######## design 1 ########
Fig. 1: design 1, port wiring
Bar = 20 um.
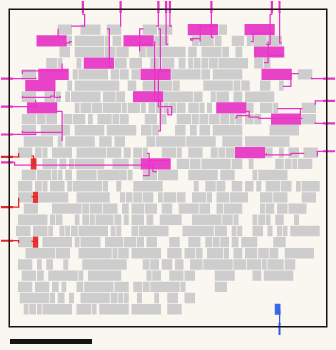
Fig. 2: design 1, cell outlines without signal wires
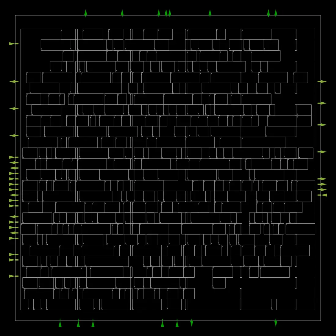
File: src/rtl/ro_meas_pkg.sv
// Shared types and constants for the ring-oscillator measurement sequencer.
package ro_meas_pkg;

  localparam int SRC_W = 3;

  typedef enum logic [2:0] {
    ST_IDLE,
    ST_LOAD,
    ST_SETTLE,
    ST_MEASURE,
    ST_DONE
  } state_t;

  // Three clk cycles per config bit: data setup, shift_clk high, shift_clk low.
  localparam logic [1:0] PH_SETUP = 2'd0;
  localparam logic [1:0] PH_HIGH  = 2'd1;
  localparam logic [1:0] PH_HOLD  = 2'd2;

endpackage

File: src/rtl/ro_edge_counter.sv
// Synchronises ro_in, detects rising edges and counts them while enabled.
// RO_MEAS_SATURATE_EN: saturate at all-ones and flag overflow instead of wrapping.
module ro_edge_counter #(
  parameter int CNT_W = 16
) (
  input  logic             i_clk,
  input  logic             i_rst,
  input  logic             i_ro,
  input  logic             i_en,
  input  logic             i_clr,
  output logic [CNT_W-1:0] o_cnt_nxt,
  output logic             o_ovf_nxt
);

  logic             r_sync1;
  logic             r_sync2;
  logic             r_sync3;
  logic [CNT_W-1:0] r_cnt;
  logic             w_inc;

  assign w_inc = i_en & r_sync2 & ~r_sync3;

`ifdef RO_MEAS_SATURATE_EN
  logic r_ovf;
  logic w_at_max;

  assign w_at_max = &r_cnt;

  always_comb begin
    o_cnt_nxt = r_cnt;
    o_ovf_nxt = r_ovf;
    if (i_clr) begin
      o_cnt_nxt = '0;
      o_ovf_nxt = 1'b0;
    end else if (w_inc) begin
      if (w_at_max) o_ovf_nxt = 1'b1;
      else          o_cnt_nxt = r_cnt + 1'b1;
    end
  end

  always_ff @(posedge i_clk) begin
    if (i_rst) r_ovf <= 1'b0;
    else       r_ovf <= o_ovf_nxt;
  end
`else
  always_comb begin
    o_cnt_nxt = r_cnt;
    o_ovf_nxt = 1'b0;
    if (i_clr)      o_cnt_nxt = '0;
    else if (w_inc) o_cnt_nxt = r_cnt + 1'b1;
  end
`endif

  always_ff @(posedge i_clk) begin
    if (i_rst) begin
      r_sync1 <= 1'b0;
      r_sync2 <= 1'b0;
      r_sync3 <= 1'b0;
      r_cnt   <= '0;
    end else begin
      r_sync1 <= i_ro;
      r_sync2 <= r_sync1;
      r_sync3 <= r_sync2;
      r_cnt   <= o_cnt_nxt;
    end
  end

endmodule

File: src/rtl/ro_meas_ctrl.sv
// Ring-oscillator measurement sequencer: chain load, settle, windowed edge count, handshake.
// RO_MEAS_SATURATE_EN selects a saturating counter with overflow flag.
//
// state      | meaning
// IDLE       | waiting for start; ro_rst asserted
// LOAD       | shifting cfg_word into the chain, MSB first, 3 cycles per bit
// SETTLE     | oscillator released from reset, waiting SETTLE cycles
// MEASURE    | counting synchronised ro_in rising edges for WINDOW cycles
// DONE       | result valid, waiting for ack
module ro_meas_ctrl
  import ro_meas_pkg::*;
#(
  parameter int CFG_BITS = 12,
  parameter int SETTLE   = 8,
  parameter int WINDOW   = 64,
  parameter int CNT_W    = 16
) (
  input  logic                i_clk,
  input  logic                i_rst,
  input  logic                i_start,
  input  logic [SRC_W-1:0]    i_src_sel,
  input  logic [CFG_BITS-1:0] i_cfg_word,
  input  logic                i_ro_in,
  input  logic                i_ack,
  output logic                o_shift_clk,
  output logic                o_shift_dta,
  output logic [SRC_W-1:0]    o_clk_source,
  output logic                o_ro_rst,
  output logic                o_busy,
  output logic                o_result_valid,
  output logic [CNT_W-1:0]    o_result,
  output logic                o_ovf
);

  localparam int BIT_W   = (CFG_BITS > 1) ? $clog2(CFG_BITS) : 1;
  localparam int TMR_MAX = (SETTLE > WINDOW) ? SETTLE : WINDOW;
  localparam int TMR_W   = $clog2(TMR_MAX + 1);

  state_t              r_state;
  logic [1:0]          r_phase;
  logic [BIT_W-1:0]    r_bit;
  logic [TMR_W-1:0]    r_timer;
  logic [CFG_BITS-1:0] r_cfg;
  logic [SRC_W-1:0]    r_src;
  logic [CNT_W-1:0]    r_result;
  logic                r_ovf;

  state_t              w_state_nxt;
  logic [1:0]          w_phase_nxt;
  logic [BIT_W-1:0]    w_bit_nxt;
  logic [TMR_W-1:0]    w_timer_nxt;
  logic                w_accept;
  logic                w_capture;
  logic [CNT_W-1:0]    w_cnt_nxt;
  logic                w_ovf_nxt;

  // Result is taken from the counter's next value so the last window cycle is included.
  ro_edge_counter #(.CNT_W(CNT_W)) u_edge_counter (
    .i_clk     (i_clk),
    .i_rst     (i_rst),
    .i_ro      (i_ro_in),
    .i_en      (r_state == ST_MEASURE),
    .i_clr     (w_accept),
    .o_cnt_nxt (w_cnt_nxt),
    .o_ovf_nxt (w_ovf_nxt)
  );

  always_ff @(posedge i_clk) begin
    if (i_rst) begin
      r_state  <= ST_IDLE;
      r_phase  <= PH_SETUP;
      r_bit    <= '0;
      r_timer  <= '0;
      r_cfg    <= '0;
      r_src    <= '0;
      r_result <= '0;
      r_ovf    <= 1'b0;
    end else begin
      r_state <= w_state_nxt;
      r_phase <= w_phase_nxt;
      r_bit   <= w_bit_nxt;
      r_timer <= w_timer_nxt;
      if (w_accept) begin
        r_cfg <= i_cfg_word;
        r_src <= i_src_sel;
        r_ovf <= 1'b0;
      end
      if (w_capture) begin
        r_result <= w_cnt_nxt;
        r_ovf    <= w_ovf_nxt;
      end
    end
  end

  always_comb begin
    w_state_nxt    = r_state;
    w_phase_nxt    = r_phase;
    w_bit_nxt      = r_bit;
    w_timer_nxt    = r_timer;
    w_accept       = 1'b0;
    w_capture      = 1'b0;
    o_shift_clk    = 1'b0;
    o_shift_dta    = 1'b0;
    o_ro_rst       = 1'b1;
    o_busy         = 1'b0;
    o_result_valid = 1'b0;
    case (r_state)
      ST_IDLE: begin
        if (i_start) begin
          w_accept    = 1'b1;
          w_state_nxt = ST_LOAD;
          w_phase_nxt = PH_SETUP;
          w_bit_nxt   = BIT_W'(CFG_BITS - 1);
        end
      end
      ST_LOAD: begin
        o_busy      = 1'b1;
        o_shift_dta = r_cfg[r_bit];
        o_shift_clk = (r_phase == PH_HIGH);
        if (r_phase == PH_HOLD) begin
          w_phase_nxt = PH_SETUP;
          if (r_bit == '0) begin
            w_state_nxt = ST_SETTLE;
            w_timer_nxt = TMR_W'(SETTLE - 1);
          end else begin
            w_bit_nxt = r_bit - 1'b1;
          end
        end else begin
          w_phase_nxt = r_phase + 2'd1;
        end
      end
      ST_SETTLE: begin
        o_busy   = 1'b1;
        o_ro_rst = 1'b0;
        if (r_timer == '0) begin
          w_state_nxt = ST_MEASURE;
          w_timer_nxt = TMR_W'(WINDOW - 1);
        end else begin
          w_timer_nxt = r_timer - 1'b1;
        end
      end
      ST_MEASURE: begin
        o_busy   = 1'b1;
        o_ro_rst = 1'b0;
        if (r_timer == '0) begin
          w_state_nxt = ST_DONE;
          w_capture   = 1'b1;
        end else begin
          w_timer_nxt = r_timer - 1'b1;
        end
      end
      ST_DONE: begin
        o_result_valid = 1'b1;
        if (i_ack) w_state_nxt = ST_IDLE;
      end
      default: w_state_nxt = ST_IDLE;
    endcase
  end

  assign o_clk_source = r_src;
  assign o_result     = r_result;
  assign o_ovf        = r_ovf;

endmodule

File: config.mk
export PLATFORM = sky130hd
export DESIGN_NAME = ro_meas_ctrl
export DESIGN_NICKNAME = d
export VERILOG_FILES = /design/src/rtl/ro_meas_pkg.sv /design/src/rtl/ro_edge_counter.sv /design/src/rtl/ro_meas_ctrl.sv
export SDC_FILE = /design/constraint.sdc
export NUM_CORES = 1
export LEC_CHECK = 0
export ABC_CLOCK_PERIOD_IN_PS = 2600
export CORE_UTILIZATION = 53
export CTS_CLUSTER_DIAMETER = 50
export DETAILED_ROUTE_END_ITERATION = 8
export PLACE_DENSITY_LB_ADDON = 0.3
export SYNTH_ARGS = -nofsm -noshare
export SYNTH_HDL_FRONTEND = slang
export SYNTH_SLANG_ARGS = --single-unit
File: constraint.sdc
create_clock -name i_clk -period 2.6 [get_ports i_clk]
set_clock_uncertainty 0.05 [all_clocks]
set_input_delay 0.52 -clock i_clk [delete_from_list [all_inputs] [get_ports i_clk]]
set_output_delay 0.52 -clock i_clk [all_outputs]
set_load 0.05 [all_outputs]
==> run notes <==
flow finished, numbers: outcome=completed, Hold EP=o_clk_source[2]$_SDFFE_PP0P_, Longest Clk Path Bufs=2, CP cell instances=nor2_1 -> and2_1 -> clkdlybuf4s50_1, Fin Hold WS=405 ps, Reg area=1320 um2, Via density=5.76, adder share=1.68%, CTS tree=built, Startpoint Class=flip-flop, inverter count=14, r2r setup slk=330 ps, Arr. time, crit path=1940 ps, drt wl/cell=between 10 and 15 um, First DRT Iteration DRCs=167, met3 Use GR=5.71%, Setup Viol. Count Final=0, yosys stat chip area=2970 um2, Peak Freq=~400 MHz, synthesized area=2970 um2, Syn Inst Count=around 350, Top pwr grp=registers, CP Depth=3, Power Total=about 2.4 mW, worst rel slew slack=64.2%, post-place setup slack=162 ps, Worst Path Required=2030 ps, first-pass GRT wire length=11300 um, main logic family after synthesis=simple AND/OR/NAND/NOR gates, Num CTS Buffers=9, CP max FO=14, ys cells=345, WHS Path Cells=2, period utilization=96.6%, post-route worst setup slack=roughly 88 ps, most crowded layer after global routing=met2, die area=about 6000 um2, dominant logic cell type in the layout=dfxtp_1, Setup CP Type=flip-flop to primary output, r2r worst-path depth=7, vias=2662, cell taking the most area after synthesis=dfxtp_1, Simple Share, Synth=23.1%, Internal Power=1.79 mW
About Fig. 1:
[`i_src_sel`] red | bits: 3 | direction: input | edge: west | end cells: 3 | buffers: 3 | wire: 14.5 um
[`o_ovf`] blue | bits: 1 | direction: output | edge: south | end cells: 1 | buffers: 0 | wire: 3.60 um
[`o_result`] magenta | bits: 16 | direction: output | edge: 8 north, 4 west, 4 east | end cells: 16 | buffers: 16 | wire: 330 um
I/O Pins: 45
count of input and output buffers: 43

About Fig. 2:
Util after Layout: 71.5%
Seq area share: 35.3%
fill count: 399


######## design 2 ########
Fig. 3: design 2, floorplan with the power grid
Bar = 20 um. Pins as bars on the die edge. Tap cells in grey.
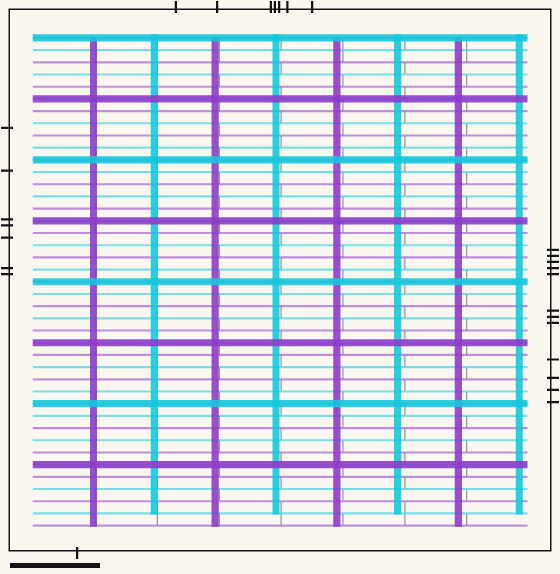
Fig. 4: design 2, cell outlines without signal wires
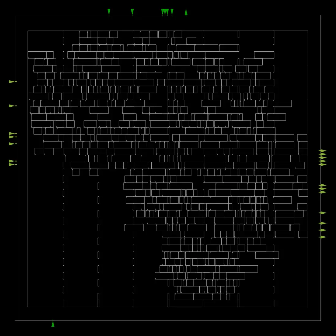
[src/rtl/stopwatch_disp_pkg.sv]
// Shared types and constants for the stopwatch display back-end.
// Optional leading-zero blanking is enabled by STOPWATCH_DISP_LZB_EN.
package stopwatch_disp_pkg;

    typedef enum logic [1:0] {
        IDLE   = 2'd0,
        SHIFT  = 2'd1,
        COMMIT = 2'd2
    } state_t;

    localparam logic [1:0] DIG_SEC_ONES = 2'd0;
    localparam logic [1:0] DIG_SEC_TENS = 2'd1;
    localparam logic [1:0] DIG_MIN_ONES = 2'd2;
    localparam logic [1:0] DIG_MIN_TENS = 2'd3;

    localparam logic [6:0] SEG_BLANK = 7'h7F;
    localparam int SHIFT_STEPS = 6;

    // Active-low {g,f,e,d,c,b,a}, entry 0 in the low slot
    localparam logic [9:0][6:0] SEG_TABLE = {
        7'h10, 7'h00, 7'h78, 7'h02, 7'h12,
        7'h19, 7'h30, 7'h24, 7'h79, 7'h40
    };

    function automatic logic [6:0] seg_decode(input logic [3:0] d);
        logic [6:0] s;
        s = SEG_BLANK;
        if (d <= 4'd9) s = SEG_TABLE[d];
        return s;
    endfunction

endpackage

[src/rtl/stopwatch_display_bin2bcd6_seq.sv]
// Sequential shift-add-3 converter: 6-bit binary to two BCD digits.
// Sequenced externally via load/step.
module bin2bcd6_seq
    import stopwatch_disp_pkg::*;
(
    input  logic       clk,
    input  logic       reset,
    input  logic       load,
    input  logic       step,
    input  logic [5:0] bin,
    output logic [3:0] tens,
    output logic [3:0] ones
);

    logic [5:0]  shreg;
    logic [7:0]  bcd;
    logic [3:0]  adj_t;
    logic [3:0]  adj_o;
    logic [13:0] nxt;

    always_comb begin
        adj_o = (bcd[3:0] >= 4'd5) ? bcd[3:0] + 4'd3 : bcd[3:0];
        adj_t = (bcd[7:4] >= 4'd5) ? bcd[7:4] + 4'd3 : bcd[7:4];
        nxt   = {adj_t, adj_o, shreg} << 1;
    end

    always_ff @(posedge clk) begin
        if (!reset) begin
            shreg <= '0;
            bcd   <= '0;
        end else if (load) begin
            shreg <= bin;
            bcd   <= '0;
        end else if (step) begin
            bcd   <= nxt[13:6];
            shreg <= nxt[5:0];
        end
    end

    assign tens = bcd[7:4];
    assign ones = bcd[3:0];

endmodule

[src/rtl/stopwatch_display.sv]
// MM.SS display back-end: snapshot, BCD conversion, 4-digit scan.
// Define STOPWATCH_DISP_LZB_EN to blank a zero minutes-tens digit.
module stopwatch_display
    import stopwatch_disp_pkg::*;
#(
    parameter int SCAN_DIV = 50000
) (
    input  logic       clk,
    input  logic       reset,
    input  logic [5:0] sec,
    input  logic [5:0] min,
    output logic [6:0] seg,
    output logic       dp,
    output logic [3:0] an,
    output logic       busy
);

    localparam int PW = (SCAN_DIV > 1) ? $clog2(SCAN_DIV) : 1;
    localparam logic [PW-1:0] PRE_LAST = PW'(SCAN_DIV - 1);

    state_t state;
    state_t state_nx;

    logic [5:0]      snap_min;
    logic [5:0]      snap_sec;
    logic [2:0]      cnt;
    logic            load;
    logic            step;
    logic            commit;
    logic [3:0]      min_t;
    logic [3:0]      min_o;
    logic [3:0]      sec_t;
    logic [3:0]      sec_o;
    logic [3:0][3:0] dig;
    logic [PW-1:0]   pre;
    logic [1:0]      idx;
    logic [6:0]      cur_seg;

    bin2bcd6_seq u_min (
        .clk   (clk),
        .reset (reset),
        .load  (load),
        .step  (step),
        .bin   (min),
        .tens  (min_t),
        .ones  (min_o)
    );

    bin2bcd6_seq u_sec (
        .clk   (clk),
        .reset (reset),
        .load  (load),
        .step  (step),
        .bin   (sec),
        .tens  (sec_t),
        .ones  (sec_o)
    );

    always_comb begin
        state_nx = state;
        load     = 1'b0;
        step     = 1'b0;
        commit   = 1'b0;
        unique case (state)
            IDLE: begin
                if ({min, sec} != {snap_min, snap_sec}) begin
                    load     = 1'b1;
                    state_nx = SHIFT;
                end
            end
            SHIFT: begin
                step = 1'b1;
                if (cnt == 3'(SHIFT_STEPS - 1)) state_nx = COMMIT;
            end
            COMMIT: begin
                commit   = 1'b1;
                state_nx = IDLE;
            end
            default: state_nx = IDLE;
        endcase
    end

    // busy also covers the cycle after COMMIT so the full pass reads as 8
    always_ff @(posedge clk) begin
        if (!reset) begin
            state    <= IDLE;
            busy     <= 1'b0;
            snap_min <= '0;
            snap_sec <= '0;
            cnt      <= '0;
            dig      <= '0;
        end else begin
            state <= state_nx;
            busy  <= (state_nx != IDLE) || (state != IDLE);
            if (load) begin
                snap_min <= min;
                snap_sec <= sec;
                cnt      <= '0;
            end
            if (step) cnt <= cnt + 3'd1;
            if (commit) begin
                dig[DIG_SEC_ONES] <= sec_o;
                dig[DIG_SEC_TENS] <= sec_t;
                dig[DIG_MIN_ONES] <= min_o;
                dig[DIG_MIN_TENS] <= min_t;
            end
        end
    end

    always_comb begin
        cur_seg = seg_decode(dig[idx]);
`ifdef STOPWATCH_DISP_LZB_EN
        if (idx == DIG_MIN_TENS && dig[DIG_MIN_TENS] == 4'd0)
            cur_seg = SEG_BLANK;
`endif
    end

    always_ff @(posedge clk) begin
        if (!reset) begin
            pre <= '0;
            idx <= '0;
            seg <= SEG_BLANK;
            an  <= 4'hF;
            dp  <= 1'b1;
        end else begin
            if (pre == PRE_LAST) begin
                pre <= '0;
                idx <= idx + 2'd1;
            end else begin
                pre <= pre + PW'(1);
            end
            an  <= ~(4'b0001 << idx);
            seg <= cur_seg;
            dp  <= (idx != DIG_MIN_ONES);
        end
    end

endmodule

[config.mk]
export PLATFORM = sky130hd
export DESIGN_NAME = stopwatch_display
export DESIGN_NICKNAME = d
export VERILOG_FILES = /design/src/rtl/stopwatch_disp_pkg.sv /design/src/rtl/stopwatch_display_bin2bcd6_seq.sv /design/src/rtl/stopwatch_display.sv
export SDC_FILE = /design/constraint.sdc
export NUM_CORES = 1
export LEC_CHECK = 0
export CAP_MARGIN = 20
export CORE_MARGIN = 5
export CORE_UTILIZATION = 35
export DETAILED_ROUTE_END_ITERATION = 10
export PLACE_DENSITY = 0.63
export SETUP_SLACK_MARGIN = 0.1
export SLEW_MARGIN = 20
export SYNTH_ARGS = -nofsm -noshare
export SYNTH_HDL_FRONTEND = slang
export SYNTH_SLANG_ARGS = --single-unit
[constraint.sdc]
create_clock -name clk -period 2 [get_ports clk]
set_clock_uncertainty 0.15 [all_clocks]
set_input_delay 0.4 -clock clk [delete_from_list [all_inputs] [get_ports clk]]
set_output_delay 0.4 -clock clk [all_outputs]
set_load 0.02 [all_outputs]
==> run notes <==
flow finished, numbers: worst slew pin tran=555 ps, Buf/Inv on CP=2, drt wl/cell=12.8 um, outcome=completed, Final #Nets=567, Final TNS setup=0 ps, Crit. End Element=flip-flop, Setup Viol. Count Final=0, GP Congestion=around 0.75, Async S/R FF share, synth=0%, fill count=1157, total grt overflow=0, CP Depth=7, placed cell areas=4920 um2, Fin Hold WS=304 ps, most crowded layer after global routing=met2, Seq cells post-synth=91, Die Wd=120 um, count of input and output buffers=26, inverter count=18, Startpoint Class=flip-flop, worst r2r src=snap_min[2]$_SDFFE_PN0P_, Peak Freq=around 530 MHz, Clock group=1.60 mW, aoi share=14.0%, Late-Pin Clk Latency=340 ps, Via density=4.91, XOR/XNOR share of the synthesized area=6.97%, vias in the first global route=3331, Worst setup endpoint=cnt[1]$_SDFFE_PN0P_, Final ANT Viol Nets=0, mux share=2.81%, Top pwr grp=registers, Pwr Density=717 nW/um2, Longest Clk Path Bufs=2, area delta synth->final=25.9%, Pre-Repair DR Iteration Count=4, Hold EP=dig[9]$_SDFFE_PN0N_, Post-route DRC=0, Resize count post-CTS=29, Synthesized Nets=510, vias=3364, Metal-1 WL=4210 um, synthesized area=4270 um2, sequential power share=49.4%, Seq share, synth=42.6%, Signal buf overhead=12.1%, Core Util at FP=35.6%, Top cells excl fill/tap=87 x nand2_1, 87 x dfxtp_1, 40 x buf_4, clock network power share=41.5%, design area=around 5400 um2, hold_buf cts=0, cell taking the most area after synthesis=dfxtp_1, Post-synth EDFFs=0, Non-clk bufs=72, CP max FO=4, uppermost layer routed=met4, Setup Buffers After CTS=4, Critical R2R Capture=cnt[1]$_SDFFE_PN0P_, Final min period=1900 ps, Internal Power=2.97 mW, adder share=under 10%, P_seq=between 1.5 and 2 mW, logic share of the area=a little over two fifths, post-route worst setup slack=99.0 ps, r2r setup slk=100 ps, Combinational Power Share=~9.1%, met3 Use GR=3.32%, Setup CP Type=flip-flop to flip-flop, WHS Path Cells=2
## Picture notes: Fig. 3
[VDD] cyan
[VSS] purple
met4 straps: 8
tap cells: 147
signal pins: 27

## Picture notes: Fig. 4
final non-filler cell total: 685
Util after Layout: 44.8%
Core Area: 12000 um2
Seq area share: 34.0%
row count: 40


######## design 3 ########
File: src/rtl/mux_arb_if.sv
// rtl/mux_arb_if.sv - handshake bundle between N producers, the mux_arb block and its single consumer
interface mux_arb_if #(
    parameter int LARGURA = 32,
    parameter int N       = 4
);
    localparam int SELW = $clog2(N);

    logic [N*LARGURA-1:0] entr;
    logic [N-1:0]         entr_valid;
    logic [N-1:0]         entr_pronto;
    logic [SELW-1:0]      sel;
    logic                 modo;
    logic [LARGURA-1:0]   saida;
    logic                 saida_valid;
    logic                 saida_pronto;
    logic [SELW-1:0]      saida_origem;

    modport master (
        output entr, entr_valid, sel, modo, saida_pronto,
        input  entr_pronto, saida, saida_valid, saida_origem
    );

    modport slave (
        input  entr, entr_valid, sel, modo, saida_pronto,
        output entr_pronto, saida, saida_valid, saida_origem
    );
endinterface

File: src/rtl/mux_arb.sv
// rtl/mux_arb.sv - N-channel registered mux with valid/ready handshake; MUX_ARB_RR_EN adds round-robin mode
module mux_arb #(
    parameter int LARGURA = 32,
    parameter int N       = 4
) (
    input logic        clk,
    input logic        rst_n,
    mux_arb_if.slave   bus
);
    localparam int SELW = $clog2(N);

    typedef enum logic {VAZIO = 1'b0, CHEIO = 1'b1} estado_t;

    estado_t            estado_q, estado_d;
    logic [LARGURA-1:0] saida_q, saida_d;
    logic [SELW-1:0]    origem_q, origem_d;

    logic               carga;
    logic               chan_ok;
    logic               transfer;
    logic [SELW-1:0]    chan;
    logic [LARGURA-1:0] entr_ch [N];

    for (genvar i = 0; i < N; i++) begin : g_unpack
        assign entr_ch[i] = bus.entr[i*LARGURA +: LARGURA];
    end

    assign carga = (estado_q == VAZIO) | bus.saida_pronto;

`ifdef MUX_ARB_RR_EN
    logic [SELW-1:0] ptr_q, ptr_d;
    logic            grant_found;
    logic [SELW-1:0] grant_idx;

    // First valid channel searching ptr, ptr+1, ... with wrap at N.
    always_comb begin
        int idx;
        grant_found = 1'b0;
        grant_idx   = '0;
        idx         = 0;
        for (int k = 0; k < N; k++) begin
            idx = int'(ptr_q) + k;
            if (idx >= N) idx = idx - N;
            if (!grant_found && bus.entr_valid[SELW'(idx)]) begin
                grant_found = 1'b1;
                grant_idx   = SELW'(idx);
            end
        end
    end

    always_comb begin
        if (bus.modo) begin
            chan    = grant_idx;
            chan_ok = grant_found;
        end else begin
            chan    = bus.sel;
            chan_ok = 32'(bus.sel) < N;
        end
    end

    always_comb begin
        ptr_d = ptr_q;
        if (transfer && bus.modo) begin
            ptr_d = (32'(chan) == N - 1) ? '0 : chan + 1'b1;
        end
    end
`else
    wire unused_modo = bus.modo;

    always_comb begin
        chan    = bus.sel;
        chan_ok = 32'(bus.sel) < N;
    end
`endif

    // Ready never looks at data, only at the chosen channel and the load enable.
    always_comb begin
        bus.entr_pronto = '0;
        if (chan_ok && carga) bus.entr_pronto[chan] = 1'b1;
    end

    assign transfer = chan_ok & carga & bus.entr_valid[chan];

    always_comb begin
        estado_d = estado_q;
        saida_d  = saida_q;
        origem_d = origem_q;
        if (transfer) begin
            estado_d = CHEIO;
            saida_d  = entr_ch[chan];
            origem_d = chan;
        end else if (bus.saida_pronto) begin
            estado_d = VAZIO;
        end
    end

    always_ff @(posedge clk or negedge rst_n) begin
        if (!rst_n) begin
            estado_q <= VAZIO;
            saida_q  <= '0;
            origem_q <= '0;
`ifdef MUX_ARB_RR_EN
            ptr_q    <= '0;
`endif
        end else begin
            estado_q <= estado_d;
            saida_q  <= saida_d;
            origem_q <= origem_d;
`ifdef MUX_ARB_RR_EN
            ptr_q    <= ptr_d;
`endif
        end
    end

    assign bus.saida        = saida_q;
    assign bus.saida_valid  = (estado_q == CHEIO);
    assign bus.saida_origem = origem_q;
endmodule

File: src/flat_wrapper.sv
// flat-port wrapper written by rule: the top's interface ports become plain ports
module mux_arb_flat 
#(
    parameter int LARGURA = 32,
    parameter int N       = 4
)
  (clk, rst_n, bus_entr, bus_entr_valid, bus_sel, bus_modo, bus_saida_pronto, bus_entr_pronto, bus_saida, bus_saida_valid, bus_saida_origem);
  mux_arb_if #(.LARGURA(LARGURA), .N(N)) bus_i ();
  input logic clk;
  input logic rst_n;
  input wire logic [$bits(bus_i.entr)-1:0] bus_entr;
  input wire logic [$bits(bus_i.entr_valid)-1:0] bus_entr_valid;
  input wire logic [$bits(bus_i.sel)-1:0] bus_sel;
  input wire logic [$bits(bus_i.modo)-1:0] bus_modo;
  input wire logic [$bits(bus_i.saida_pronto)-1:0] bus_saida_pronto;
  output wire logic [$bits(bus_i.entr_pronto)-1:0] bus_entr_pronto;
  output wire logic [$bits(bus_i.saida)-1:0] bus_saida;
  output wire logic [$bits(bus_i.saida_valid)-1:0] bus_saida_valid;
  output wire logic [$bits(bus_i.saida_origem)-1:0] bus_saida_origem;
  assign bus_i.entr = bus_entr;
  assign bus_i.entr_valid = bus_entr_valid;
  assign bus_i.sel = bus_sel;
  assign bus_i.modo = bus_modo;
  assign bus_i.saida_pronto = bus_saida_pronto;
  assign bus_entr_pronto = bus_i.entr_pronto;
  assign bus_saida = bus_i.saida;
  assign bus_saida_valid = bus_i.saida_valid;
  assign bus_saida_origem = bus_i.saida_origem;
  mux_arb #(.LARGURA(LARGURA), .N(N)) u_core (.clk(clk), .rst_n(rst_n), .bus(bus_i));
endmodule
File: config.mk
export PLATFORM = sky130hd
export DESIGN_NAME = mux_arb_flat
export DESIGN_NICKNAME = d
export VERILOG_FILES = /design/src/rtl/mux_arb_if.sv /design/src/rtl/mux_arb.sv /design/src/flat_wrapper.sv
export SDC_FILE = /design/constraint.sdc
export NUM_CORES = 1
export LEC_CHECK = 0
export CAP_MARGIN = 20
export CORE_MARGIN = 5
export CORE_UTILIZATION = 31
export CTS_BUF_LIST = sky130_fd_sc_hd__clkbuf_8 sky130_fd_sc_hd__clkbuf_16
export DETAILED_ROUTE_END_ITERATION = 10
export GPL_ROUTABILITY_DRIVEN = 0
export PLACE_DENSITY = 0.77
export SLEW_MARGIN = 20
export SYNTH_ARGS = -nofsm -noshare
export SYNTH_HDL_FRONTEND = slang
export SYNTH_SLANG_ARGS = --single-unit
File: constraint.sdc
create_clock -name clk -period 1.6 [get_ports clk]
set_input_delay 0.48 -clock clk [delete_from_list [all_inputs] [get_ports clk]]
set_output_delay 0.48 -clock clk [all_outputs]
set_load 0.005 [all_outputs]
Fig. 5: design 3, floorplan with the power grid
Bar = 20 um. Pins as bars on the die edge. Tap cells in grey.
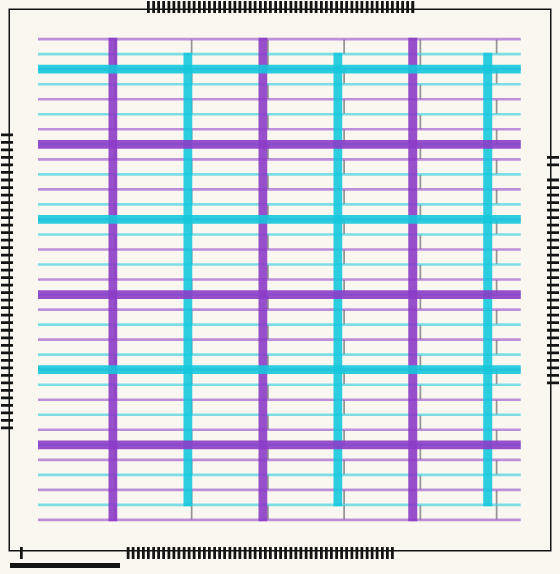
[VDD] cyan
[VSS] purple
tap cells: 102
met1 rails: 33
Die Wd: 97.8 um
Max VDD drop: 433 uV
Die H: 97.8 um

==> run notes <==
flow finished, numbers: Resize count post-CTS=76, CP max FO=8, Pre-Repair DR Iteration Count=3, row count=32, post-route worst setup slack=-108 ps, Reg area=876 um2, type of the worst min-delay path=primary input to async pin, main area contributors=dfrtp_1 37%, mux2_4 19%, mux4_2 19%, mux4_1 13%, buf_12 2.5%, Comb area=1380 um2, outcome=finished with violations, I/O Pins=around 180, Power Total=~3.6 mW, r2r worst-path depth=7, Flops=35, placed cell areas=4240 um2, Unique cell types=25, Metal-1 WL=2620 um, mux share=53.2%, Placed Cells incl. Taps=409, adder share=0%, ys cells=between 100 and 150, failing checks=setup timing, Setup Viol. Count Final=29, count of input and output buffers=~180, total grt overflow=0, clock root cell=clkbuf_8, clock skew=6.63 ps, Critical R2R Capture=u_core.bus.saida[1]$_DFFE_PN0P_, Longest Clk Path Bufs=2, Post-DP HPWL=5910 um, GR Layer Usage met2=29.3%, Setup Buffers After CTS=9, logic share of the area=between 30% and 40%, Non-clk bufs=a little over 200, Worst setup endpoint=u_core.bus.saida[1]$_DFFE_PN0P_, main flop type=dfrtp_1, worst r2r src=u_core.bus.saida_valid$_DFFE_PN0P_, main logic family after synthesis=multiplexers, Leak=1.97 nW, sequential power share=34.2%, Arr. time, crit path=1870 ps, design area=4520 um2, Via density=between 4 and 5

######## design 4 ########
Fig. 6: design 4, local utilization
Bar = 50 um. The die is cut into 13 by 7 equal tiles; white is low, dark blue is high, 0 to 100% covered.
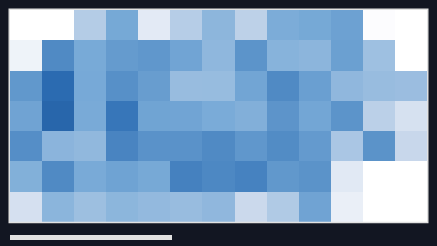
Fig. 7: design 4, floorplan with the power grid
Bar = 50 um. Pins as bars on the die edge. Tap cells in grey.
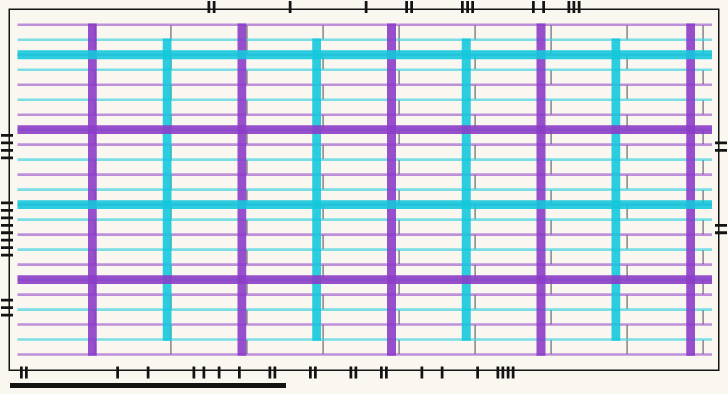
## src/rtl/opr_issue_ctrl.sv

```systemverilog
// ---------------------------------------------------------------------------
// opr_issue_ctrl
//
// Registered instruction issue controller. It accepts one instruction at a
// time over a valid/ready handshake and latches its fields. One DECODE cycle
// turns those fields into held control selects and an execution delay D. The
// controller then either counts D cycles (EXEC) or waits for alu_done (WAIT,
// used when D is all-ones). Every instruction that is not flushed ends with
// exactly one retire pulse. An illegal instruction skips execution: it
// retires straight from DECODE with illegal=1 and all selects 0.
//
// Ports
//   clk, rst_b          clock (rising edge), asynchronous active-low reset
//   instr_valid/ready   instruction handshake; ready is high only in IDLE
//   opr_code, dst_code  opcode and destination code
//   src_typ, dst_typ    operand types
//   alu_done            ALU completion; only looked at in WAIT
//   flush               aborts the instruction in DECODE/EXEC/WAIT
//   exec_start          one-cycle pulse in the first EXEC/WAIT cycle
//   busy                high in every state except IDLE
//   retire, illegal     end-of-instruction pulse; illegal qualifies it
//   opr_typ_sel         opcode latched at accept
//   opr_div_mod_sel     DIV/EVAL in modulo form (src_typ == 3'b100)
//   alu_o_sel/alu_t_sel ALU operand fetch enables
//   alu_typ_sel         ALU operation
//   prng_t_sel          PRNG seed load
//   prng_typ_sel        PRNG operation
//   sprf_typ_sel        field k drives index register k
//   dly_cnt             remaining EXEC cycles (debug)
// ---------------------------------------------------------------------------
module opr_issue_ctrl #(
  parameter int OPR_W      = 5,
  parameter int DST_W      = 8,
  parameter int DLY_W      = 8,
  parameter int ALU_TYP_W  = 4,
  parameter int PRNG_TYP_W = 2,
  parameter int SPRF_TYP_W = 2,
  parameter int NUM_IDX    = 2,
  parameter int IDX_BASE   = 32
) (
  input  logic                           clk,
  input  logic                           rst_b,
  input  logic                           instr_valid,
  output logic                           instr_ready,
  input  logic [OPR_W-1:0]               opr_code,
  input  logic [DST_W-1:0]               dst_code,
  input  logic [2:0]                     src_typ,
  input  logic [2:0]                     dst_typ,
  input  logic                           alu_done,
  input  logic                           flush,
  output logic                           exec_start,
  output logic                           busy,
  output logic                           retire,
  output logic                           illegal,
  output logic [OPR_W-1:0]               opr_typ_sel,
  output logic                           opr_div_mod_sel,
  output logic                           alu_o_sel,
  output logic                           alu_t_sel,
  output logic [ALU_TYP_W-1:0]           alu_typ_sel,
  output logic                           prng_t_sel,
  output logic [PRNG_TYP_W-1:0]          prng_typ_sel,
  output logic [NUM_IDX*SPRF_TYP_W-1:0]  sprf_typ_sel,
  output logic [DLY_W-1:0]               dly_cnt
);

  // Opcodes
  localparam logic [OPR_W-1:0] OP_MOV    = OPR_W'(1);
  localparam logic [OPR_W-1:0] OP_ADD    = OPR_W'(2);
  localparam logic [OPR_W-1:0] OP_SUB    = OPR_W'(3);
  localparam logic [OPR_W-1:0] OP_MUL    = OPR_W'(4);
  localparam logic [OPR_W-1:0] OP_DIV    = OPR_W'(5);
  localparam logic [OPR_W-1:0] OP_PRNG   = OPR_W'(6);
  localparam logic [OPR_W-1:0] OP_IDX    = OPR_W'(7);
  localparam logic [OPR_W-1:0] OP_INV    = OPR_W'(8);
  localparam logic [OPR_W-1:0] OP_SPLIT  = OPR_W'(9);
  localparam logic [OPR_W-1:0] OP_DEG    = OPR_W'(10);
  localparam logic [OPR_W-1:0] OP_RSHIFT = OPR_W'(11);
  localparam logic [OPR_W-1:0] OP_EVAL   = OPR_W'(12);
  localparam logic [OPR_W-1:0] OP_JMP    = OPR_W'(16);
  localparam logic [OPR_W-1:0] OP_JRE    = OPR_W'(17);

  // All-ones delay means "no fixed delay, wait for alu_done".
  localparam logic [DLY_W-1:0] D_WAIT = '1;

  typedef enum logic [2:0] {
    S_IDLE,
    S_DECODE,
    S_EXEC,
    S_WAIT,
    S_RETIRE
  } state_t;

  // Control selects held from DECODE until the next DECODE.
  typedef struct packed {
    logic                          div_mod;
    logic                          alu_o;
    logic                          alu_t;
    logic [ALU_TYP_W-1:0]          alu_typ;
    logic                          prng_t;
    logic [PRNG_TYP_W-1:0]         prng_typ;
    logic [NUM_IDX*SPRF_TYP_W-1:0] sprf;
  } sel_t;

  state_t state;
  state_t state_nxt;

  // Instruction fields captured at accept.
  logic [OPR_W-1:0] opr_q;
  logic [DST_W-1:0] dst_q;
  logic [2:0]       src_q;
  logic [2:0]       dtyp_q;

  sel_t             sel_q;

  // Decoder results
  logic                  dec_legal;
  logic [DLY_W-1:0]      dec_dly;
  sel_t                  dec_sel;
  logic                  alu_en;
  logic                  sprf_en;
  logic [SPRF_TYP_W-1:0] sprf_val;
  logic [5:0]            dst_idx;
  int                    idx_off;

  // FSM strobes
  logic accept;
  logic do_flush;

  // Only dst_code[5:0] addresses registers; the upper bits are don't-care.
  logic unused_dst_hi;
  assign unused_dst_hi = ^dst_q[DST_W-1:6];

  // -------------------------------------------------------------------------
  // Decoder: latched fields -> legality, delay, selects
  // -------------------------------------------------------------------------
  assign dst_idx = dst_q[5:0];

  always_comb begin
    // NOTE: every variable written here gets a default first, so no path can
    // leave one unassigned and infer a latch.
    dec_legal = 1'b0;
    dec_dly   = '0;
    dec_sel   = '0;
    alu_en    = 1'b0;
    sprf_en   = 1'b0;
    sprf_val  = '0;
    idx_off   = int'(dst_idx) - IDX_BASE;

    case (opr_q)
      OP_MOV: begin
        dec_legal = 1'b1;
        case ({src_q, dtyp_q})
          6'b101_000,
          6'b101_100: dec_dly = DLY_W'(4);   // @IDX -> Rx / Rmod
          6'b010_000: dec_dly = DLY_W'(1);   // imm -> Rx
          6'b000_000: begin                  // Rx -> Rx, may load an index reg
            dec_dly  = DLY_W'(1);
            sprf_en  = 1'b1;
            sprf_val = SPRF_TYP_W'(1);
          end
          6'b000_100: dec_dly = DLY_W'(1);   // Rx -> Rmod
          6'b000_101: dec_dly = DLY_W'(2);   // Rx -> @IDX
          default:    dec_legal = 1'b0;
        endcase
      end
      OP_ADD:    begin dec_legal = 1'b1; alu_en = 1'b1; dec_dly = DLY_W'(4);  dec_sel.alu_typ = ALU_TYP_W'(1); end
      OP_SUB:    begin dec_legal = 1'b1; alu_en = 1'b1; dec_dly = DLY_W'(4);  dec_sel.alu_typ = ALU_TYP_W'(2); end
      OP_MUL:    begin dec_legal = 1'b1; alu_en = 1'b1; dec_dly = D_WAIT;     dec_sel.alu_typ = ALU_TYP_W'(3); end
      OP_DIV: begin
        dec_legal       = 1'b1;
        alu_en          = 1'b1;
        dec_dly         = D_WAIT;
        dec_sel.alu_typ = ALU_TYP_W'(5);
        dec_sel.div_mod = (src_q == 3'b100);
      end
      OP_INV:    begin dec_legal = 1'b1; alu_en = 1'b1; dec_dly = DLY_W'(21); dec_sel.alu_typ = ALU_TYP_W'(6); end
      OP_SPLIT:  begin dec_legal = 1'b1; alu_en = 1'b1; dec_dly = D_WAIT;     dec_sel.alu_typ = ALU_TYP_W'(2); end
      OP_DEG:    begin dec_legal = 1'b1; alu_en = 1'b1; dec_dly = D_WAIT;     dec_sel.alu_typ = ALU_TYP_W'(7); end
      OP_RSHIFT: begin dec_legal = 1'b1; alu_en = 1'b1; dec_dly = D_WAIT;     dec_sel.alu_typ = ALU_TYP_W'(8); end
      OP_EVAL: begin
        dec_legal       = 1'b1;
        alu_en          = 1'b1;
        dec_dly         = DLY_W'(34);
        dec_sel.alu_typ = ALU_TYP_W'(9);
        dec_sel.div_mod = (src_q == 3'b100);
      end
      OP_JRE:    begin dec_legal = 1'b1; alu_en = 1'b1; dec_dly = DLY_W'(7);  dec_sel.alu_typ = ALU_TYP_W'(4); end
      OP_JMP:    begin dec_legal = 1'b1; dec_dly = DLY_W'(3); end
      OP_PRNG: begin
        if ({src_q, dtyp_q} == 6'b010_000) begin        // seed load
          dec_legal        = 1'b1;
          dec_dly          = DLY_W'(3);
          dec_sel.prng_t   = 1'b1;
          dec_sel.prng_typ = PRNG_TYP_W'(2);
        end else if ({src_q, dtyp_q} == 6'b000_000) begin
          dec_legal        = 1'b1;
          dec_dly          = DLY_W'(4);
          dec_sel.prng_typ = PRNG_TYP_W'(1);
        end
      end
      OP_IDX: begin
        if (dtyp_q == 3'b000) begin                      // increment
          dec_legal = 1'b1;
          dec_dly   = DLY_W'(2);
          sprf_en   = 1'b1;
          sprf_val  = SPRF_TYP_W'(2);
        end else if (dtyp_q == 3'b001) begin             // decrement
          dec_legal = 1'b1;
          dec_dly   = DLY_W'(2);
          sprf_en   = 1'b1;
          sprf_val  = SPRF_TYP_W'(3);
        end
      end
      default: dec_legal = 1'b0;
    endcase

    dec_sel.alu_o = alu_en;
    dec_sel.alu_t = alu_en;

    // A destination outside the index window matches no k and leaves every
    // field 0; the instruction itself stays legal.
    for (int k = 0; k < NUM_IDX; k++) begin
      if (sprf_en && (idx_off == k)) begin
        dec_sel.sprf[k*SPRF_TYP_W +: SPRF_TYP_W] = sprf_val;
      end
    end
  end

  // -------------------------------------------------------------------------
  // FSM
  // -------------------------------------------------------------------------
  always_ff @(posedge clk or negedge rst_b) begin
    // NOTE: sequential state uses non-blocking assignments so every flop
    // samples pre-edge values regardless of statement order.
    if (!rst_b) state <= S_IDLE;
    else        state <= state_nxt;
  end

  always_comb begin
    state_nxt = state;
    accept    = 1'b0;
    do_flush  = 1'b0;
    case (state)
      S_IDLE: begin
        if (instr_valid) begin
          accept    = 1'b1;
          state_nxt = S_DECODE;
        end
      end
      S_DECODE: begin
        if (flush) begin
          do_flush  = 1'b1;
          state_nxt = S_IDLE;
        end else if (!dec_legal) begin
          state_nxt = S_RETIRE;
        end else if (dec_dly == D_WAIT) begin
          state_nxt = S_WAIT;
        end else begin
          state_nxt = S_EXEC;
        end
      end
      S_EXEC: begin
        if (flush) begin
          do_flush  = 1'b1;
          state_nxt = S_IDLE;
        end else if (dly_cnt <= DLY_W'(1)) begin
          // Leaving on the dly_cnt==1 cycle makes EXEC last exactly D cycles.
          state_nxt = S_RETIRE;
        end
      end
      S_WAIT: begin
        if (flush) begin
          do_flush  = 1'b1;
          state_nxt = S_IDLE;
        end else if (alu_done) begin
          state_nxt = S_RETIRE;
        end
      end
      S_RETIRE: state_nxt = S_IDLE;
      default:  state_nxt = S_IDLE;
    endcase
  end

  assign instr_ready = (state == S_IDLE);
  assign busy        = (state != S_IDLE);

  // -------------------------------------------------------------------------
  // Field capture, selects, delay counter and pulse outputs
  // -------------------------------------------------------------------------
  always_ff @(posedge clk or negedge rst_b) begin
    if (!rst_b) begin
      opr_q       <= '0;
      dst_q       <= '0;
      src_q       <= '0;
      dtyp_q      <= '0;
      opr_typ_sel <= '0;
      sel_q       <= '0;
      dly_cnt     <= '0;
      exec_start  <= 1'b0;
      retire      <= 1'b0;
      illegal     <= 1'b0;
    end else begin
      // Pulses are registered from the next state so they line up with the
      // state they announce and carry no decode glitches.
      exec_start <= (state == S_DECODE) &&
                    ((state_nxt == S_EXEC) || (state_nxt == S_WAIT));
      retire     <= (state_nxt == S_RETIRE);
      illegal    <= (state == S_DECODE) && (state_nxt == S_RETIRE);

      if (accept) begin
        opr_q       <= opr_code;
        dst_q       <= dst_code;
        src_q       <= src_typ;
        dtyp_q      <= dst_typ;
        opr_typ_sel <= opr_code;
      end

      if (do_flush) begin
        sel_q   <= '0;
        dly_cnt <= '0;
      end else if (state == S_DECODE) begin
        sel_q   <= dec_legal ? dec_sel : '0;
        dly_cnt <= dec_legal ? dec_dly : '0;
      end else if (state == S_EXEC) begin
        dly_cnt <= dly_cnt - DLY_W'(1);
      end
    end
  end

  assign opr_div_mod_sel = sel_q.div_mod;
  assign alu_o_sel       = sel_q.alu_o;
  assign alu_t_sel       = sel_q.alu_t;
  assign alu_typ_sel     = sel_q.alu_typ;
  assign prng_t_sel      = sel_q.prng_t;
  assign prng_typ_sel    = sel_q.prng_typ;
  assign sprf_typ_sel    = sel_q.sprf;

endmodule

```

## config.mk

```make
export PLATFORM = sky130hd
export DESIGN_NAME = opr_issue_ctrl
export DESIGN_NICKNAME = d
export VERILOG_FILES = /design/src/rtl/opr_issue_ctrl.sv
export SDC_FILE = /design/constraint.sdc
export NUM_CORES = 1
export LEC_CHECK = 0
export ABC_CLOCK_PERIOD_IN_PS = 2000
export CAP_MARGIN = 10
export CELL_PAD_IN_SITES_DETAIL_PLACEMENT = 1
export CELL_PAD_IN_SITES_GLOBAL_PLACEMENT = 2
export CORE_ASPECT_RATIO = 0.5
export CORE_UTILIZATION = 31
export DETAILED_ROUTE_END_ITERATION = 6
export GPL_TIMING_DRIVEN = 1
export PLACE_DENSITY = 0.77
export SYNTH_ARGS = -nofsm -noshare
export SYNTH_HDL_FRONTEND = slang
export SYNTH_SLANG_ARGS = --single-unit
```

## constraint.sdc

```tcl
create_clock -name clk -period 2 [get_ports clk]
set_clock_uncertainty 0.05 [all_clocks]
set_input_delay 0.4 -clock clk [delete_from_list [all_inputs] [get_ports clk]]
set_output_delay 0.4 -clock clk [all_outputs]
set_load 0.1 [all_outputs]
```

==> run notes <==
flow finished, numbers: outcome=completed, total grt overflow=0, Arr. time, crit path=2110 ps, Worst Path Required=2170 ps, hold_buf cts=0, type of the worst min-delay path=primary input to async pin, inverter count=6, Longest Clk Path Bufs=2, WL met3=between 200 and 250 um, Post-synth EDFFs=0, Signal buf overhead=29.8%, Top reg by flops=dly_cnt, RSZ-0062 raised after global routing=true, metal2 WL=3550 um, CP top delay family=simple AND/OR/NAND/NOR gates, cell taking the most area after synthesis=dfrtp_1, worst r2r src=opr_q[1]$_DFFE_PN0P_, CP Depth=6, first-pass GRT wire length=12900 um, Unique cell types=59, Resize count post-CTS=2, top-count cell post-synth=dfrtp_1, post-route worst setup slack=63.4 ps, Simple Share, Synth=19.5%, adder share=1.01%, Flops=43, Final min period=1940 ps, Synthesized Nets=274, Core Util at FP=around a third, Peak Freq=516 MHz, Area leader share=43.4%, main flop type=dfrtp_1, Seq cells post-synth=43, mux share=7.72%, GP Congestion=0.820, max reg flops=8, number of logic gates=181, Util after Layout=49.9%, Seq share, synth=43.4%, die area=between 8000 and 9000 um2, Final TNS setup=0 ps, Startpoint Class=flip-flop, CP cell instances=buf_4 -> nor3_2 -> nand2_1 -> or4_1 -> o2111ai_1 -> a221o_1, Buf/Inv on CP=1, clock root cell=clkbuf_16, main area contributors=dfrtp_1 43%, mux2_2 7.7%, o21ai_0 4.4%, nand2_1 3.5%, nor2_1 2.9%, worst slew pin tran=between 400 and 500 ps, Late-Pin Clk Latency=290 ps, Setup Viol. Count Final=0, total track usage=20.3%, largest class=combinational gates, max_cap viols=0, Post-DP HPWL=between 5000 and 6000 um, CTS tree=built, max-slew violations=0, Via density=5.11, Syn Inst Count=248, vias=2267, Critical R2R Capture=dly_cnt[0]$_DFFE_PN0P_, Setup crit start=opr_q[1]$_DFFE_PN0P_, Async S/R FF share, synth=100%, area delta synth->final=51.8%, initial antenna violation count=0, row count=22, final non-filler cell total=444, Post-route DRC=0
About Fig. 6:
fullest tile: 78%
emptiest ninth of the die: south-east
nearly empty tiles: 9.9%

About Fig. 7:
[VDD] cyan
[VSS] purple
met5 straps: 4
met1 rails: 23
met4 straps: 9
tap cells: 108
Die Wd: 128 um
Die H: 65.2 um
Core Area: 7540 um2


######## design 5 ########
Fig. 8: design 5, register map, names as in the netlist
Bar = 20 um.
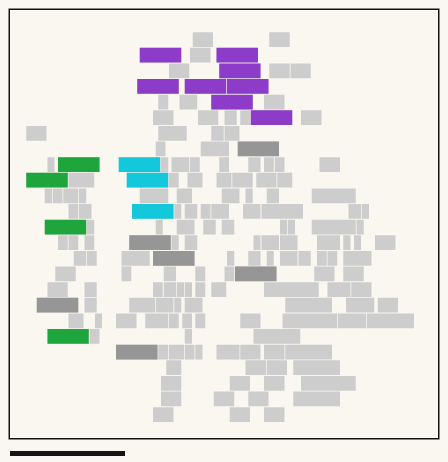
[src/rtl/rr_arbiter8.sv]
`default_nettype none
// ============================================================================
// Module   : rr_arbiter8
// Purpose  : Eight-way round-robin arbiter with one-hot registered grant and
//            a hold-time limit that forces release of a long-running holder.
//            Sits between the requester bank and the shared datapath select.
// Ports    : clk          rising-edge clock
//            rst          synchronous active-high reset
//            req[7:0]     level-sensitive request vector (bit i = requester i)
//            done         current holder releases (ignored when idle)
//            grant[7:0]   registered one-hot grant, zero when idle
//            grant_idx    binary index of the holder, 0 when idle
//            grant_valid  high while a grant is active
//            timeout      one-cycle pulse after a forced release
// Params   : MAX_HOLD     maximum grant length in cycles (must be >= 2)
// Revision : 1.0  initial release
// ============================================================================
module rr_arbiter8 #(
    parameter int MAX_HOLD = 16
) (
    input  logic       clk,
    input  logic       rst,
    input  logic [7:0] req,
    input  logic       done,
    output logic [7:0] grant,
    output logic [2:0] grant_idx,
    output logic       grant_valid,
    output logic       timeout
);

    localparam int                 c_cnt_w   = $clog2(MAX_HOLD);
    localparam logic [c_cnt_w-1:0] c_cnt_max = c_cnt_w'(MAX_HOLD - 1);

    localparam logic [0:0] c_idle  = 1'b0;
    localparam logic [0:0] c_grant = 1'b1;

    // 3-to-8 one-hot decode of a binary index.
    function automatic logic [7:0] f_decode3to8(input logic [2:0] sel);
        f_decode3to8 = 8'b0000_0001 << sel;
    endfunction

    logic [0:0]         r_state;
    logic [2:0]         r_ptr;
    logic [c_cnt_w-1:0] r_cnt;
    logic [7:0]         r_grant;
    logic [2:0]         r_idx;
    logic               r_valid;
    logic               r_timeout;

    logic [0:0]         w_next_state;
    logic [2:0]         w_next_ptr;
    logic [c_cnt_w-1:0] w_next_cnt;
    logic [7:0]         w_next_grant;
    logic [2:0]         w_next_idx;
    logic               w_next_valid;
    logic               w_next_timeout;

    logic [2:0]         w_base;
    logic [7:0]         w_rot;
    logic [2:0]         w_off;
    logic               w_found;
    logic [2:0]         w_win;
    logic               w_forced;
    logic               w_release;

    // While holding, the only arbitration that matters is the one on release,
    // and that one must already use the advanced pointer (holder + 1), so the
    // search base is chosen here rather than waiting for r_ptr to update.
    assign w_base = (r_state == c_grant) ? (r_idx + 3'd1) : r_ptr;

    // Rotate so the highest-priority requester lands at bit 0.
    assign w_rot = 8'({req, req} >> w_base);

    // Lowest set bit of the rotated vector wins; descending scan leaves the
    // lowest index as the final assignment.
    always_comb begin
        w_found = 1'b0;
        w_off   = 3'd0;
        for (int i = 7; i >= 0; i--) begin
            if (w_rot[i]) begin
                w_found = 1'b1;
                w_off   = 3'(i);
            end
        end
    end

    assign w_win     = w_base + w_off;
    assign w_forced  = (r_cnt == c_cnt_max);
    assign w_release = done | ~req[r_idx] | w_forced;

    // Next-state and next-output logic.
    always_comb begin
        w_next_state   = r_state;
        w_next_ptr     = r_ptr;
        w_next_cnt     = r_cnt;
        w_next_idx     = r_idx;
        w_next_valid   = r_valid;
        w_next_timeout = 1'b0;

        case (r_state)
            c_idle: begin
                if (w_found) begin
                    w_next_state = c_grant;
                    w_next_idx   = w_win;
                    w_next_valid = 1'b1;
                    w_next_cnt   = '0;
                end
            end
            c_grant: begin
                if (w_release) begin
                    w_next_ptr     = r_idx + 3'd1;
                    w_next_cnt     = '0;
                    // done takes precedence: a simultaneous done is a normal release.
                    w_next_timeout = w_forced & ~done;
                    if (w_found) begin
                        w_next_idx = w_win;
                    end else begin
                        w_next_state = c_idle;
                        w_next_idx   = 3'd0;
                        w_next_valid = 1'b0;
                    end
                end else begin
                    w_next_cnt = r_cnt + c_cnt_w'(1);
                end
            end
            default: begin
                w_next_state = c_idle;
                w_next_idx   = 3'd0;
                w_next_valid = 1'b0;
            end
        endcase

        w_next_grant = w_next_valid ? f_decode3to8(w_next_idx) : 8'h00;
    end

    always_ff @(posedge clk) begin
        if (rst) begin
            r_state   <= c_idle;
            r_ptr     <= 3'd0;
            r_cnt     <= '0;
            r_grant   <= 8'h00;
            r_idx     <= 3'd0;
            r_valid   <= 1'b0;
            r_timeout <= 1'b0;
        end else begin
            r_state   <= w_next_state;
            r_ptr     <= w_next_ptr;
            r_cnt     <= w_next_cnt;
            r_grant   <= w_next_grant;
            r_idx     <= w_next_idx;
            r_valid   <= w_next_valid;
            r_timeout <= w_next_timeout;
        end
    end

    assign grant       = r_grant;
    assign grant_idx   = r_idx;
    assign grant_valid = r_valid;
    assign timeout     = r_timeout;

endmodule
`default_nettype wire

[config.mk]
export PLATFORM = sky130hd
export DESIGN_NAME = rr_arbiter8
export DESIGN_NICKNAME = d
export VERILOG_FILES = /design/src/rtl/rr_arbiter8.sv
export SDC_FILE = /design/constraint.sdc
export NUM_CORES = 1
export LEC_CHECK = 0
export CORE_MARGIN = 2
export CORE_UTILIZATION = 30
export DETAILED_ROUTE_END_ITERATION = 16
export PLACE_DENSITY = 0.53
export RECOVER_POWER = 25
export REMOVE_ABC_BUFFERS = 1
export SYNTH_ARGS = -nofsm -noshare
export SYNTH_HDL_FRONTEND = slang
export SYNTH_SLANG_ARGS = --single-unit
[constraint.sdc]
create_clock -name clk -period 6.1 [get_ports clk]
set_input_delay 1.22 -clock clk [delete_from_list [all_inputs] [get_ports clk]]
set_output_delay 1.22 -clock clk [all_outputs]
set_load 0.02 [all_outputs]
==> run notes <==
flow finished, numbers: outcome=completed, aoi share=18.5%, combinational power=573 uW, Num CTS Buffers=3, P_seq=197 uW, largest class=combinational gates, drt wl/cell=roughly 15 um, WL met3=84 um, Flops=21, Worst setup endpoint=grant[4]$_SDFF_PP0_, sequential power share=between 20 and 25%, Die H=74.5 um, Core Area=4750 um2, Setup Viol. Count Final=0, XOR/XNOR share of the synthesized area=approximately 1.2%, hold_buf cts=0, Seq area share=23.2%, M1 GR Usage=18.0%, post-place setup slack=1350 ps, Power Total=861 uW, Sink Count=21, Hold Fails Final Rpt=0, largest net degree at the start of global routing=14, Seq cells post-synth=21, Comb area=1020 um2, Arr. time, crit path=4680 ps, Worst Path Required=6290 ps, worst slew pin tran=952 ps, r2r setup slk=around 1700 ps, main area contributors=dfxtp_1 28%, mux4_2 7.6%, mux2i_1 6.0%, mux4_1 5.3%, a21oi_1 3.7%, tap cell count=67, Longest Clk Path Bufs=2, die area=5550 um2, Placed Cells incl. Taps=235, I/O Pins=24, Signal buf overhead=13.1%, top cells by count=21 x dfxtp_1, 13 x nor2_1, 11 x a21oi_1, synthesized area=about 1500 um2, area delta synth->final=21.7%, GP Congestion=0.869
About Fig. 8:
[`r_cnt`] green | placed flops: 4 | where: west
[`grant`] purple | placed flops: 8 | where: north
[`grant_idx`] cyan | placed flops: 3



==> gallery <==
Register map, names as in the netlist.
(a)
Bar = 20 um.
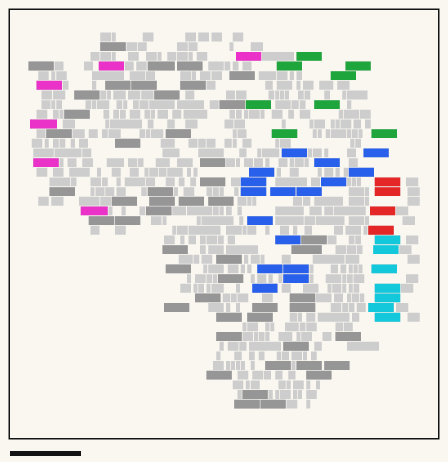
(b)
Bar = 50 um.
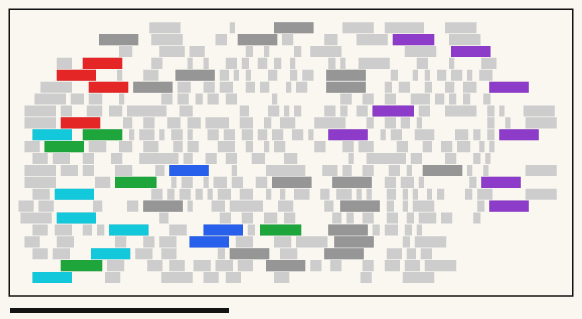
(c)
Bar = 20 um.
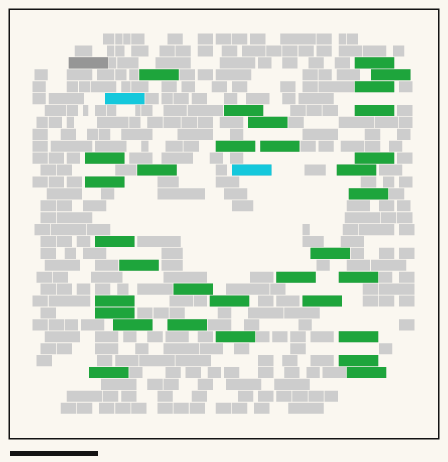
(d)
Bar = 20 um.
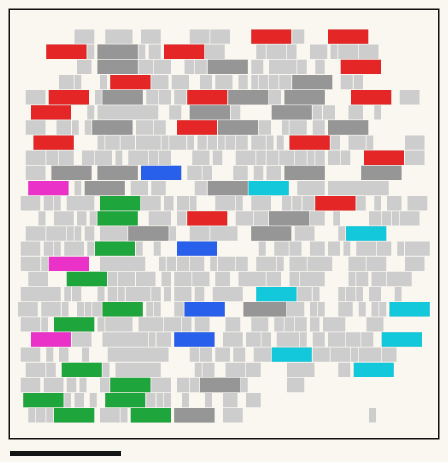
Design 4 is (b).
Design 2 is (a).
Design 3 is (c).
Design 1 is (d).
Of these, smallest die: (d)

No activity file was given, so power comes from the tool's default toggle rates.
